######## ram_sp_responder ########
### config.mk
export PLATFORM = sky130hd
export DESIGN_NAME = ram_sp_responder
export DESIGN_NICKNAME = d
export VERILOG_FILES = /design/src/rtl/ram_sp_responder.sv
export SDC_FILE = /design/constraint.sdc
export NUM_CORES = 1
export LEC_CHECK = 0
export ABC_AREA = 1
export ABC_CLOCK_PERIOD_IN_PS = 2110
export CORE_MARGIN = 8
export CORE_UTILIZATION = 45
export CTS_CLUSTER_SIZE = 40
export DETAILED_ROUTE_END_ITERATION = 8
export DONT_BUFFER_PORTS = 1
export PLACE_DENSITY = 0.63
export SLEW_MARGIN = 0
export SYNTH_ARGS = -nofsm -noshare
export SYNTH_HDL_FRONTEND = slang
export SYNTH_SLANG_ARGS = --single-unit
### constraint.sdc
create_clock -name clk -period 2.11 [get_ports clk]
set_input_delay 0.3165 -clock clk [delete_from_list [all_inputs] [get_ports clk]]
set_output_delay 0.3165 -clock clk [all_outputs]
set_load 0.02 [all_outputs]
### src/rtl/ram_sp_responder.sv
// Single-port block-RAM responder: clears the array after reset, then serves
// en/we/addr/din requests with a 1- or 2-stage registered read path.
module ram_sp_responder #(
  parameter int unsigned ADDR_W     = 4,
  parameter int unsigned DATA_W     = 8,
  parameter int unsigned LATENCY    = 1,
  parameter int unsigned WRITE_MODE = 0
) (
  input  logic              clk,
  input  logic              rst,
  input  logic              ena,
  input  logic              wea,
  input  logic [ADDR_W-1:0] addra,
  input  logic [DATA_W-1:0] dina,
  output logic [DATA_W-1:0] douta,
  output logic              dout_valid,
  output logic              busy
);

  localparam int unsigned DEPTH = 2 ** ADDR_W;

  typedef enum logic [0:0] {StClear, StReady} state_e;

  state_e            state_q;
  logic [ADDR_W-1:0] clr_cnt_q;
  logic [DATA_W-1:0] mem [DEPTH];
  logic [DATA_W-1:0] rd_data;
  logic [DATA_W-1:0] s1_data_q;
  logic              s1_valid_q;
  logic              ready;
  logic              mem_we;
  logic [ADDR_W-1:0] mem_addr;
  logic [DATA_W-1:0] mem_wdata;

  assign ready   = (state_q == StReady);
  assign busy    = ~ready;
  assign rd_data = mem[addra];

  // The clear sequencer borrows the single write port; writes are held off
  // while rst is asserted so the array is never disturbed during reset.
  always_comb begin
    mem_we    = 1'b0;
    mem_addr  = addra;
    mem_wdata = dina;
    if (!ready) begin
      mem_we    = ~rst;
      mem_addr  = clr_cnt_q;
      mem_wdata = '0;
    end else begin
      mem_we = ena & wea;
    end
  end

  always_ff @(posedge clk) begin
    if (mem_we) begin
      mem[mem_addr] <= mem_wdata;
    end
  end

  always_ff @(posedge clk or posedge rst) begin
    if (rst) begin
      state_q    <= StClear;
      clr_cnt_q  <= '0;
      s1_data_q  <= '0;
      s1_valid_q <= 1'b0;
    end else begin
      unique case (state_q)
        StClear: begin
          clr_cnt_q <= clr_cnt_q + 1'b1;
          if (clr_cnt_q == ADDR_W'(DEPTH - 1)) begin
            state_q <= StReady;
          end
        end
        StReady: begin
          if (ena) begin
            s1_data_q  <= (WRITE_MODE == 1 && wea) ? dina : rd_data;
            s1_valid_q <= ~wea;
          end else begin
            s1_valid_q <= 1'b0;
          end
        end
        default: state_q <= StClear;
      endcase
    end
  end

  if (LATENCY == 2) begin : g_lat2
    logic [DATA_W-1:0] s2_data_q;
    logic              s2_valid_q;

    always_ff @(posedge clk or posedge rst) begin
      if (rst) begin
        s2_data_q  <= '0;
        s2_valid_q <= 1'b0;
      end else if (ready) begin
        s2_data_q  <= s1_data_q;
        s2_valid_q <= s1_valid_q;
      end
    end

    assign douta      = s2_data_q;
    assign dout_valid = s2_valid_q;
  end else begin : g_lat1
    assign douta      = s1_data_q;
    assign dout_valid = s1_valid_q;
  end

endmodule

######## seq_divider ########
--- config.mk ---
export PLATFORM = sky130hd
export DESIGN_NAME = seq_divider
export DESIGN_NICKNAME = d
export VERILOG_FILES = /design/src/rtl/seq_divider.sv
export SDC_FILE = /design/constraint.sdc
export NUM_CORES = 1
export LEC_CHECK = 0
export CAP_MARGIN = 20
export CORE_MARGIN = 1
export CORE_UTILIZATION = 53
export DETAILED_ROUTE_END_ITERATION = 12
export GPL_TIMING_DRIVEN = 1
export HOLD_SLACK_MARGIN = 0.03
export PLACE_DENSITY = 0.79
export REMOVE_ABC_BUFFERS = 1
export SLEW_MARGIN = 20
export SYNTH_ARGS = -nofsm -noshare
export SYNTH_HDL_FRONTEND = slang
export SYNTH_SLANG_ARGS = --single-unit
export TNS_END_PERCENT = 20
--- constraint.sdc ---
create_clock -name clk -period 2.4 [get_ports clk]
set_input_delay 0.72 -clock clk [delete_from_list [all_inputs] [get_ports clk]]
set_output_delay 0.72 -clock clk [all_outputs]
set_load 0.03 [all_outputs]
--- src/rtl/seq_divider.sv ---
// Sequential 16/8 unsigned restoring divider, one quotient bit per clock.
// Divide-by-zero short-circuits to DONE with an all-ones quotient.
module seq_divider (
    input  logic        clk,
    input  logic        rst_n,
    input  logic        start,
    input  logic [15:0] dividend,
    input  logic [7:0]  divisor,
    output logic [15:0] quotient,
    output logic [7:0]  remainder,
    output logic        dbz,
    output logic        busy,
    output logic        done
);

    typedef enum logic [1:0] {
        IDLE = 2'd0,
        CALC = 2'd1,
        DONE = 2'd2
    } state_t;

    state_t      r_state;
    state_t      w_next;
    logic [3:0]  r_cnt;
    logic [15:0] r_dvd;
    logic [7:0]  r_dvs;
    logic [8:0]  r_rem;
    logic [15:0] r_quot;
    logic [7:0]  r_remo;
    logic        r_dbz;

    logic        w_accept;
    logic [8:0]  w_shift;
    logic [9:0]  w_trial;
    logic        w_qbit;
    logic [8:0]  w_rem_nxt;
    logic [15:0] w_dvd_nxt;

    // r_rem[8] becomes the top bit of the shifted 10-bit trial value
    always_comb begin
        w_accept  = start && (r_state != CALC);
        w_shift   = {r_rem[7:0], r_dvd[15]};
        w_trial   = {r_rem[8], w_shift} - {2'b00, r_dvs};
        w_qbit    = ~w_trial[9];
        w_rem_nxt = w_qbit ? w_trial[8:0] : w_shift;
        w_dvd_nxt = {r_dvd[14:0], w_qbit};
    end

    always_comb begin
        w_next = r_state;
        unique case (r_state)
            IDLE: begin
                if (start) w_next = (divisor == 8'd0) ? DONE : CALC;
            end
            CALC: begin
                if (r_cnt == 4'd15) w_next = DONE;
            end
            DONE: begin
                if (start) w_next = (divisor == 8'd0) ? DONE : CALC;
                else       w_next = IDLE;
            end
            default: w_next = IDLE;
        endcase
    end

    always_ff @(posedge clk or negedge rst_n) begin
        if (!rst_n) begin
            r_state <= IDLE;
        end else begin
            r_state <= w_next;
        end
    end

    always_ff @(posedge clk or negedge rst_n) begin
        if (!rst_n) begin
            r_cnt  <= '0;
            r_dvd  <= '0;
            r_dvs  <= '0;
            r_rem  <= '0;
            r_quot <= '0;
            r_remo <= '0;
            r_dbz  <= 1'b0;
        end else if (w_accept) begin
            r_cnt <= '0;
            r_dvd <= dividend;
            r_dvs <= divisor;
            r_rem <= '0;
            if (divisor == 8'd0) begin
                r_quot <= 16'hFFFF;
                r_remo <= dividend[7:0];
                r_dbz  <= 1'b1;
            end
        end else if (r_state == CALC) begin
            r_cnt <= r_cnt + 4'd1;
            r_dvd <= w_dvd_nxt;
            r_rem <= w_rem_nxt;
            if (r_cnt == 4'd15) begin
                r_quot <= w_dvd_nxt;
                r_remo <= w_rem_nxt[7:0];
                r_dbz  <= 1'b0;
            end
        end
    end

    assign quotient  = r_quot;
    assign remainder = r_remo;
    assign dbz       = r_dbz;
    assign busy      = (r_state == CALC);
    assign done      = (r_state == DONE);

endmodule

### Nets reached from selected ports, seq_divider

Scale: 4 px per µm.
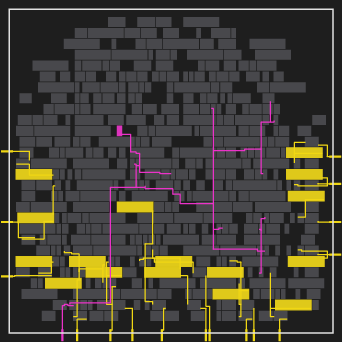
| port | color | direction | edge | end cells | buffers | wire |
|---|---|---|---|---|---|---|
| busy | magenta | output | bottom | 1 | 1 | 211 µm |
| quotient | yellow | output | 9 bottom, 4 right, 3 left | 16 | 16 | 358 µm |

==> results.json, seq_divider <==
{
  "area_dominant_class": "logic gates",
  "startpoint": "r_state[0]",
  "finalSetupViolCount": 0,
  "clk_latency_ps": 340,
  "p_per_area_nw_per_um2": 1608,
  "top_cell_area_share_pct": 48.99,
  "finalInstanceArea_um2": 4370,
  "status": "finished clean",
  "dieArea_um2": 6487,
  "clkSinkCount": 64,
  "clk_pin_slew_worst_paths_ps": 80,
  "hold_slack_ps": 382.1,
  "dp_slack_ps": -438.6,
  "fin_crit_sh_pct": 97.24,
  "cts_made_buffers": 9,
  "overflow": 0,
  "seq_area_frac_synth_pct": 48.99,
  "clock_path_buffers": 2,
  "viasPerCell": 5.704,
  "hold_buffers": 0,
  "die_y_um": 80.54,
  "syn_inst": 335,
  "reg2reg_depth": 8,
  "globalRoute.busiestLayer": "met2"
}
-- seq_divider: worst max-delay path, stage by stage, from the launching register on --
cell and delay [ps]:
dfrtp_1 420, nor2b_1 160, clkdlybuf4s50_1 700
-- seq_divider: stage by stage --
stage | instances | power [mW] | TNS [ps]
after floorplan | 316 | 4.196 | -310.7
after global placement | 466 | 5.327 | -4759
after detailed placement | 466 | 5.443 | -7344
after CTS | 485 | 6.666 | 0
after global routing | 487 | 7.489 | -75.49
final | 487 | 7.029 | 0
### Nets reached from selected ports, ram_sp_responder

Scale: 3 px per µm.
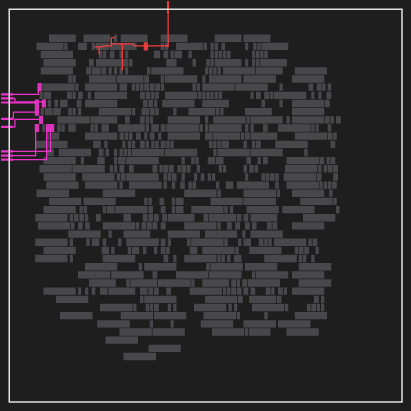
| port | color | direction | edge | end cells | buffers | wire |
|---|---|---|---|---|---|---|
| dina | magenta | input | left | 8 | 0 | 114 µm |
| busy | red | output | top | 1 | 0 | 52.7 µm |

==> results.json, ram_sp_responder <==
{
  "crit_fanout": 13,
  "status": "finished clean",
  "max_slew_margin_pct": 63.26,
  "viasPerCell": 5.210,
  "arrival_ps": 1980,
  "skew_ps": 6.086,
  "port_buffers": 0,
  "warning_count": 26,
  "die_w_um": 130.5,
  "place_area_um2": 6172,
  "required_ps": 2230,
  "fmax_ghz": 0.5383,
  "synth.cellmix.adderShare_pct": 0.2123,
  "drt-met1-wl_um": 6121,
  "globalRoute.busiestLayer": "met2",
  "hold_path.class": "input pin to flop",
  "aoi_share_pct": 0.5094
}
ram_sp_responder: final cells by class:
| cell class | count | area, µm² | share of cell area (%) |
|---|---|---|---|
| flip-flops and latches | 142 | 4194 | 62.04 |
| multi-input cells | 347 | 1456 | 21.54 |
| clock buffers | 18 | 429.2 | 6.348 |
| repair buffers | 29 | 232.7 | 3.443 |
| well taps | 176 | 220.2 | 3.257 |
| clock inverters | 13 | 148.9 | 2.202 |
| inverters | 21 | 78.83 | 1.166 |
ram_sp_responder: sequential cells by signal, summed over array words and instances, names as in the netlist:
name / cells
ready: 1
mem: 128
dout_valid: 1
douta: 8
clr_cnt_q: 4

==> layout pictures side by side <==
Drive-strength map.
Plate I
Scale: 3 px per µm.
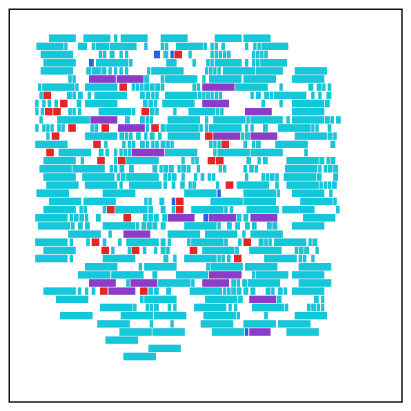
Plate II
Scale: 4 px per µm.
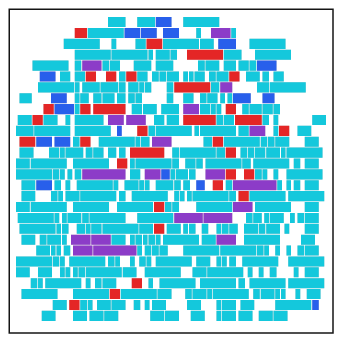
| from | picture |
|---|---|
| seq_divider | Plate II |
| ram_sp_responder | Plate I |
The one with the most cells is Plate I.
The one with the largest die is Plate I.


######## i2c_init_sequencer ########
### Nets reached from selected ports, i2c_init_sequencer

Scale: 6 px per µm.
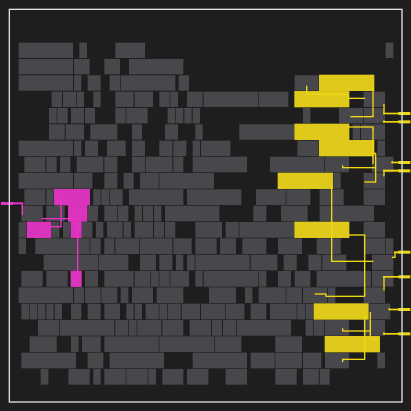

## src/rtl/i2c_pkg.sv

```systemverilog
// Shared definitions for the I2C init sequencer: state encoding, transfer modes, default codec address.
// The readback states exist only when I2C_INIT_SEQ_READBACK_EN is defined.
package i2c_pkg;

    localparam logic [3:0] ST_IDLE     = 4'd0;
    localparam logic [3:0] ST_LOAD     = 4'd1;
    localparam logic [3:0] ST_ISSUE    = 4'd2;
    localparam logic [3:0] ST_WAIT     = 4'd3;
    localparam logic [3:0] ST_GAP      = 4'd4;
    localparam logic [3:0] ST_NEXT     = 4'd5;
    localparam logic [3:0] ST_DONE     = 4'd6;
    localparam logic [3:0] ST_FAIL     = 4'd7;
    localparam logic [3:0] ST_RD_ISSUE = 4'd8;
    localparam logic [3:0] ST_RD_WAIT  = 4'd9;

    localparam logic       I2C_MODE_WRITE = 1'b0;
    localparam logic       I2C_MODE_READ  = 1'b1;
    localparam logic [6:0] I2C_CODEC_ADDR = 7'h1A;

    typedef enum logic [3:0] {
        S_IDLE     = ST_IDLE,
        S_LOAD     = ST_LOAD,
        S_ISSUE    = ST_ISSUE,
        S_WAIT     = ST_WAIT,
        S_GAP      = ST_GAP,
        S_NEXT     = ST_NEXT,
        S_DONE     = ST_DONE,
`ifdef I2C_INIT_SEQ_READBACK_EN
        S_RD_ISSUE = ST_RD_ISSUE,
        S_RD_WAIT  = ST_RD_WAIT,
`endif
        S_FAIL     = ST_FAIL
    } state_t;

endpackage

```

## src/rtl/i2c_init_rom.sv

```systemverilog
// Codec power-up register table: index -> {register address, data byte}.
module i2c_init_rom
    import i2c_pkg::*;
(
    input  logic [3:0] i_index,
    output logic [7:0] o_reg,
    output logic [7:0] o_data
);

    always_comb begin
        case (i_index)
            4'd0:    {o_reg, o_data} = 16'h1E00;
            4'd1:    {o_reg, o_data} = 16'h0C10;
            4'd2:    {o_reg, o_data} = 16'h0E02;
            4'd3:    {o_reg, o_data} = 16'h1000;
            4'd4:    {o_reg, o_data} = 16'h0812;
            4'd5:    {o_reg, o_data} = 16'h0A06;
            4'd6:    {o_reg, o_data} = 16'h0017;
            4'd7:    {o_reg, o_data} = 16'h0217;
            4'd8:    {o_reg, o_data} = 16'h0479;
            4'd9:    {o_reg, o_data} = 16'h0679;
            4'd10:   {o_reg, o_data} = 16'h1201;
            default: {o_reg, o_data} = 16'h0000;
        endcase
    end

endmodule

```

## src/rtl/i2c_init_sequencer.sv

```systemverilog
// Walks i2c_controller through the init ROM with gaps, NACK/timeout retries and done/error reporting.
// Define I2C_INIT_SEQ_READBACK_EN to read back and verify every written register.
module i2c_init_sequencer
    import i2c_pkg::*;
#(
    parameter int         NUM_CMDS       = 8,
    parameter logic [6:0] PERIPH_ADDR    = I2C_CODEC_ADDR,
    parameter int         RETRY_MAX      = 3,
    parameter int         GAP_CYCLES     = 16,
    parameter int         TIMEOUT_CYCLES = 1024
) (
    input  logic       clk,
    input  logic       reset,
    input  logic       start,
    output logic       busy,
    output logic       done,
    output logic       error,
    output logic [3:0] cmd_index,
    output logic       i2c_enable,
    output logic       i2c_mode,
    output logic [6:0] i2c_periph_addr,
    output logic [7:0] i2c_reg,
    output logic [7:0] i2c_data,
    input  logic       i2c_done,
    input  logic       i2c_ack_err,
    input  logic [7:0] i2c_rdata
);

    localparam int CNT_W = $clog2((TIMEOUT_CYCLES > GAP_CYCLES) ? TIMEOUT_CYCLES : GAP_CYCLES) + 1;
    localparam int RTY_W = $clog2(RETRY_MAX + 1) + 1;

    state_t             r_state, w_state_nx;
    logic [3:0]         r_cmd_index, w_idx_nx;
    logic [7:0]         r_reg, w_reg_nx, r_data, w_data_nx;
    logic [RTY_W-1:0]   r_retry, w_retry_nx;
    logic [CNT_W-1:0]   r_cnt, w_cnt_nx;
    logic               r_gap_retry, w_gap_retry_nx;
    logic [7:0]         w_rom_reg, w_rom_data;
    logic               w_ok, w_bad;

    i2c_init_rom u_rom (
        .i_index (r_cmd_index),
        .o_reg   (w_rom_reg),
        .o_data  (w_rom_data)
    );

`ifndef I2C_INIT_SEQ_READBACK_EN
    logic w_unused_rdata;
    assign w_unused_rdata = ^i2c_rdata;
`endif

    always_ff @(posedge clk or negedge reset) begin
        if (!reset) begin
            r_state     <= S_IDLE;
            r_cmd_index <= '0;
            r_reg       <= '0;
            r_data      <= '0;
            r_retry     <= '0;
            r_cnt       <= '0;
            r_gap_retry <= 1'b0;
        end else begin
            r_state     <= w_state_nx;
            r_cmd_index <= w_idx_nx;
            r_reg       <= w_reg_nx;
            r_data      <= w_data_nx;
            r_retry     <= w_retry_nx;
            r_cnt       <= w_cnt_nx;
            r_gap_retry <= w_gap_retry_nx;
        end
    end

    always_comb begin
        w_state_nx     = r_state;
        w_idx_nx       = r_cmd_index;
        w_reg_nx       = r_reg;
        w_data_nx      = r_data;
        w_retry_nx     = r_retry;
        w_cnt_nx       = r_cnt;
        w_gap_retry_nx = r_gap_retry;
        w_ok           = i2c_done && !i2c_ack_err;
`ifdef I2C_INIT_SEQ_READBACK_EN
        if (r_state == S_RD_WAIT)
            w_ok = w_ok && (i2c_rdata == r_data);
`endif
        // i2c_done outranks a timeout landing on the same cycle
        w_bad          = !w_ok && (i2c_done || (r_cnt == CNT_W'(TIMEOUT_CYCLES - 1)));

        busy            = 1'b1;
        done            = 1'b0;
        error           = 1'b0;
        i2c_enable      = 1'b0;
        i2c_mode        = I2C_MODE_WRITE;
        i2c_periph_addr = PERIPH_ADDR;
        i2c_reg         = r_reg;
        i2c_data        = r_data;
        cmd_index       = r_cmd_index;

        case (r_state)
            S_IDLE, S_DONE, S_FAIL: begin
                busy  = 1'b0;
                done  = (r_state == S_DONE);
                error = (r_state == S_FAIL);
                if (start) begin
                    w_state_nx = S_LOAD;
                    w_idx_nx   = '0;
                    w_retry_nx = '0;
                end
            end
            S_LOAD: begin
                w_reg_nx   = w_rom_reg;
                w_data_nx  = w_rom_data;
                w_state_nx = S_ISSUE;
            end
            S_ISSUE: begin
                i2c_enable = 1'b1;
                w_cnt_nx   = '0;
                w_state_nx = S_WAIT;
            end
`ifdef I2C_INIT_SEQ_READBACK_EN
            S_RD_ISSUE: begin
                i2c_enable = 1'b1;
                i2c_mode   = I2C_MODE_READ;
                w_cnt_nx   = '0;
                w_state_nx = S_RD_WAIT;
            end
            S_WAIT, S_RD_WAIT: begin
`else
            S_WAIT: begin
`endif
                w_cnt_nx = r_cnt + 1'b1;
                // The completing cycle is the first gap cycle, so GAP starts its count at 1
                if (w_ok) begin
                    w_cnt_nx       = CNT_W'(1);
                    w_gap_retry_nx = 1'b0;
                    w_state_nx     = (r_state == S_WAIT) ? S_GAP : S_NEXT;
                end else if (w_bad) begin
                    w_cnt_nx = CNT_W'(1);
                    if (r_retry < RTY_W'(RETRY_MAX)) begin
                        w_retry_nx     = r_retry + 1'b1;
                        w_gap_retry_nx = 1'b1;
                        w_state_nx     = S_GAP;
                    end else begin
                        w_state_nx = S_FAIL;
                    end
                end
            end
            S_GAP: begin
                w_cnt_nx = r_cnt + 1'b1;
                if (r_cnt >= CNT_W'(GAP_CYCLES - 1)) begin
                    w_cnt_nx = '0;
                    if (r_gap_retry)
                        w_state_nx = S_ISSUE;
                    else
`ifdef I2C_INIT_SEQ_READBACK_EN
                        w_state_nx = S_RD_ISSUE;
`else
                        w_state_nx = S_NEXT;
`endif
                end
            end
            S_NEXT: begin
                if (r_cmd_index == 4'(NUM_CMDS - 1)) begin
                    w_state_nx = S_DONE;
                end else begin
                    w_idx_nx   = r_cmd_index + 1'b1;
                    w_retry_nx = '0;
                    w_state_nx = S_LOAD;
                end
            end
            default: w_state_nx = S_IDLE;
        endcase
    end

endmodule

```

## config.mk

```make
export PLATFORM = sky130hd
export DESIGN_NAME = i2c_init_sequencer
export DESIGN_NICKNAME = d
export VERILOG_FILES = /design/src/rtl/i2c_pkg.sv /design/src/rtl/i2c_init_rom.sv /design/src/rtl/i2c_init_sequencer.sv
export SDC_FILE = /design/constraint.sdc
export NUM_CORES = 1
export LEC_CHECK = 0
export ABC_CLOCK_PERIOD_IN_PS = 3400
export CORE_UTILIZATION = 56
export CTS_CLUSTER_DIAMETER = 80
export DETAILED_ROUTE_END_ITERATION = 8
export PLACE_DENSITY = 0.95
export SETUP_SLACK_MARGIN = 0.2
export SYNTH_ARGS = -nofsm -noshare
export SYNTH_HDL_FRONTEND = slang
export SYNTH_HIERARCHICAL = 1
export SYNTH_SLANG_ARGS = --single-unit
```

## constraint.sdc

```tcl
create_clock -name clk -period 3.4 [get_ports clk]
set_clock_uncertainty 0.1 [all_clocks]
set_input_delay 0.34 -clock clk [delete_from_list [all_inputs] [get_ports clk]]
set_output_delay 0.34 -clock clk [all_outputs]
set_load 0.02 [all_outputs]
```

######## hs_pipe_slice ########
$ cat src/rtl/hs_pipe_slice.sv
// hs_pipe_slice: valid/ready pipeline slice (pass-through, forward, skid or two-entry) with a downstream transfer counter.
// Optional macro HS_PIPE_SLICE_DATA_GATE_EN forces data_post_o to zero whenever valid_post_o is low.
module hs_pipe_slice #(
    parameter int DATA_W = 8,
    parameter int MODE   = 3,
    parameter int CNT_W  = 16
) (
    input  logic              clk,
    input  logic              rst_n,
    input  logic              valid_pre_i,
    input  logic [DATA_W-1:0] data_pre_i,
    output logic              ready_pre_o,
    output logic              valid_post_o,
    output logic [DATA_W-1:0] data_post_o,
    input  logic              ready_post_i,
    output logic [CNT_W-1:0]  xfer_cnt_o
);
    logic              w_valid;
    logic [DATA_W-1:0] w_data;
    logic [CNT_W-1:0]  r_cnt;

    generate
        if (MODE == 0) begin : g_pass
            assign ready_pre_o = ready_post_i;
            assign w_valid     = rst_n && valid_pre_i;
            assign w_data      = data_pre_i;
        end else if (MODE == 1) begin : g_fwd
            logic              r_valid;
            logic [DATA_W-1:0] r_data;
            assign ready_pre_o = !r_valid || ready_post_i;
            assign w_valid     = r_valid;
            assign w_data      = r_data;
            // Output register refills whenever it is empty or being drained this cycle.
            always_ff @(posedge clk or negedge rst_n) begin
                if (!rst_n) begin
                    r_valid <= 1'b0;
                    r_data  <= '0;
                end else if (ready_pre_o) begin
                    r_valid <= valid_pre_i;
                    if (valid_pre_i) r_data <= data_pre_i;
                end
            end
        end else if (MODE == 2) begin : g_skid
            logic              r_skid_valid;
            logic [DATA_W-1:0] r_skid_data;
            assign ready_pre_o = !r_skid_valid;
            assign w_valid     = rst_n && (valid_pre_i || r_skid_valid);
            assign w_data      = r_skid_valid ? r_skid_data : (data_pre_i & {DATA_W{rst_n}});
            // Skid captures an accepted word the downstream refused and empties on the next downstream transfer.
            always_ff @(posedge clk or negedge rst_n) begin
                if (!rst_n) begin
                    r_skid_valid <= 1'b0;
                    r_skid_data  <= '0;
                end else if (r_skid_valid) begin
                    if (ready_post_i) r_skid_valid <= 1'b0;
                end else if (valid_pre_i && !ready_post_i) begin
                    r_skid_valid <= 1'b1;
                    r_skid_data  <= data_pre_i;
                end
            end
        end else if (MODE == 3) begin : g_full
            logic              r_valid;
            logic              r_skid_valid;
            logic [DATA_W-1:0] r_data;
            logic [DATA_W-1:0] r_skid_data;
            logic              w_up;
            logic              w_dn;
            assign ready_pre_o = !r_skid_valid;
            assign w_valid     = r_valid;
            assign w_data      = r_data;
            assign w_up        = valid_pre_i && !r_skid_valid;
            assign w_dn        = r_valid && ready_post_i;
            // Main holds the oldest word; skid only fills when main is held, and drains into main first.
            always_ff @(posedge clk or negedge rst_n) begin
                if (!rst_n) begin
                    r_valid      <= 1'b0;
                    r_skid_valid <= 1'b0;
                    r_data       <= '0;
                    r_skid_data  <= '0;
                end else if (r_skid_valid) begin
                    if (w_dn) begin
                        r_data       <= r_skid_data;
                        r_skid_valid <= 1'b0;
                    end
                end else if (!r_valid || w_dn) begin
                    r_valid <= w_up;
                    if (w_up) r_data <= data_pre_i;
                end else if (w_up) begin
                    r_skid_valid <= 1'b1;
                    r_skid_data  <= data_pre_i;
                end
            end
        end else begin : g_bad
            $error("hs_pipe_slice: MODE must be 0..3");
        end
    endgenerate

    assign valid_post_o = w_valid;
`ifdef HS_PIPE_SLICE_DATA_GATE_EN
    assign data_post_o = w_valid ? w_data : '0;
`else
    assign data_post_o = w_data;
`endif

    // Count completed downstream transfers, wrapping at 2^CNT_W.
    always_ff @(posedge clk or negedge rst_n) begin
        if (!rst_n) r_cnt <= '0;
        else if (w_valid && ready_post_i) r_cnt <= r_cnt + 1'b1;
    end
    assign xfer_cnt_o = r_cnt;
endmodule
$ cat config.mk
export PLATFORM = sky130hd
export DESIGN_NAME = hs_pipe_slice
export DESIGN_NICKNAME = d
export VERILOG_FILES = /design/src/rtl/hs_pipe_slice.sv
export SDC_FILE = /design/constraint.sdc
export NUM_CORES = 1
export LEC_CHECK = 0
export CORE_MARGIN = 2
export CORE_UTILIZATION = 44
export CTS_CLUSTER_DIAMETER = 80
export DETAILED_ROUTE_END_ITERATION = 7
export GPL_ROUTABILITY_DRIVEN = 0
export HOLD_SLACK_MARGIN = 0.05
export PLACE_DENSITY = 0.73
export RECOVER_POWER = 25
export SLEW_MARGIN = 10
export SYNTH_ARGS = -nofsm -noshare
export SYNTH_HDL_FRONTEND = slang
export SYNTH_SLANG_ARGS = --single-unit
$ cat constraint.sdc
create_clock -name clk -period 2.2 [get_ports clk]
set_input_delay 0.33 -clock clk [delete_from_list [all_inputs] [get_ports clk]]
set_output_delay 0.33 -clock clk [all_outputs]
set_load 0.03 [all_outputs]
### Placement density heat map, hs_pipe_slice

Scale: 6 px per µm. The die is cut into 6 by 6 equal tiles; dark blue is low, red is high, 0 to 100% covered.
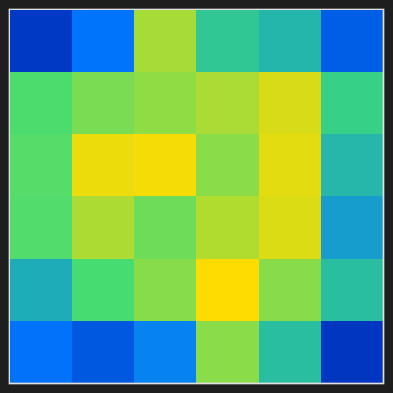
mean over tiles: 50%
fullest tile: 75%

==> results.json, hs_pipe_slice <==
{
  "post_cts_resized": 0,
  "grt_pass1_vias": 1107,
  "maxCapViolCount": 0,
  "p_switching_mw": 0.2394,
  "firstDrtPassIters": 4,
  "crit_buf_inv": 1,
  "hold_buffers": 0,
  "slowest_stage": "clkdlybuf4s50_1",
  "simple_gate_share_pct": 16.16,
  "synthDistinctLibCells": 22,
  "p_int_mw": 0.7921,
  "final_layout_top_logic_cells": "36 x clkdlybuf4s50_1, 34 x dfrtp_1, 16 x nor2_1",
  "status": "finished clean",
  "crit_family": "buffers and inverters",
  "dp_slack_ps": 337.0,
  "seq_cells": 34,
  "globalRoute.busiestLayer": "met2",
  "gr-usage-met3_pct": 6.703
}
[hs_pipe_slice: per-layer routing]
| layer | vias to the layer above | wire length (µm) | share of wire [%] |
|---|---|---|---|
| li1 | 514 | - | - |
| met1 | 492 | 1217 | 44 |
| met2 | 30 | 1374 | 50 |
| met3 | 4 | 125 | 4.5 |
| met4 | 0 | 40 | 1.5 |
| met5 | - | 0 | 0 |
[hs_pipe_slice: logic make-up after synthesis]
family          after synthesis
compound gates               10
buf+inv                       3
fa+ha+maj                     1
mux                          17
xor+xnor                     15
simple gates                 45
flops                        34
### Placement density heat map, i2c_init_sequencer

Scale: 6 px per µm. The die is cut into 7 by 7 equal tiles; dark blue is low, red is high, 0 to 100% covered.
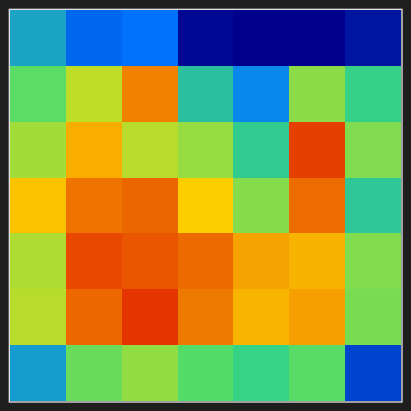
nearly empty tiles: 6.1%
fullest tile: 94%
mean over tiles: 59%
tiles over 75% full: 37%

## Picture notes: 'Nets reached from selected ports' of i2c_init_sequencer
| port | color | direction | edge | end cells | buffers | wire |
|---|---|---|---|---|---|---|
| i2c_reg | yellow | output | right | 8 | 8 | 129 µm |
| i2c_done | magenta | input | left | 5 | 1 | 29.6 µm |

==> results.json, i2c_init_sequencer <==
{
  "path_class": "flop to primary output",
  "stdcell_count": 296,
  "seqPwrFrac_pct": 37.2,
  "drcViolationCount": 0,
  "nonClockBufferCount": 30,
  "dp_slack_ps": 1217,
  "crit_buf_inv": 1,
  "cpPeakStageDelay_ps": 540,
  "grt_pass1_wl_um": 7155,
  "fin_crit_sh_pct": 70.84,
  "syn_inst": 221,
  "finalSetupViolCount": 0,
  "required_ps": 2960,
  "drv_slew": 0,
  "ys_ff": 38,
  "topRoutingLayerUsed": "met4",
  "drtIter0Drc": 76,
  "cts_tree": "done",
  "clock_path_buffers": 2,
  "drt-met1-wl_um": 1856,
  "status": "finished clean",
  "cp-endpoint": "busy"
}
-- i2c_init_sequencer: logic make-up after synthesis --
logic type      after synthesis  synth area share (%)
fa+ha+maj                     8                 4.474
simple gates                 78                 20.19
xor+xnor                      4                 1.566
mux                          20                 9.955
compound gates               41                 12.58
flops                        38                 42.51
other cells                   3                0.5033
buf+inv                      29                 8.222
-- i2c_init_sequencer: synthesized netlist by cell type (all sizes together), types with 6 or more instances --
library cell and number:
mux2 18, ha 8, buf 18, nand2 19
a21oi 6, nor3 6, nand3 6, nor2 15
inv 8, o21ai 11, dfrtp 38, nor2b 7


==> screenshots <==
Placed standard cells.
shot_01.png
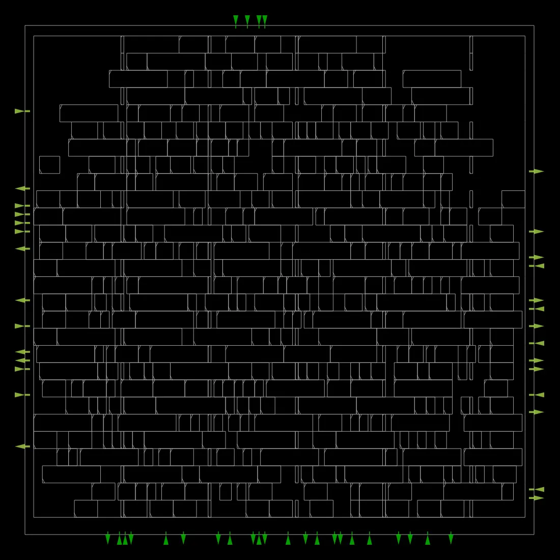
shot_02.png
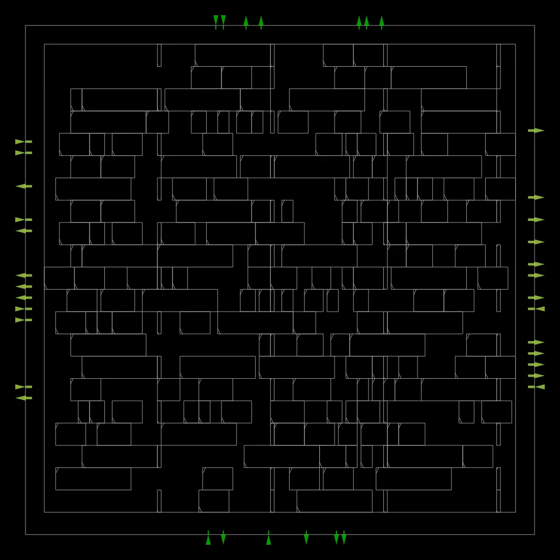
shot_03.png
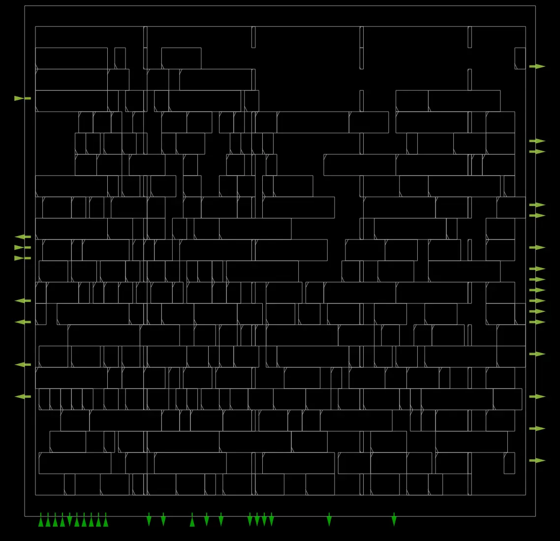
shot_02.png -> hs_pipe_slice
shot_03.png -> i2c_init_sequencer
shot_01.png -> seq_divider
The one with the fewest cells is shot_02.png.

Power and IR drop assume default switching activity.
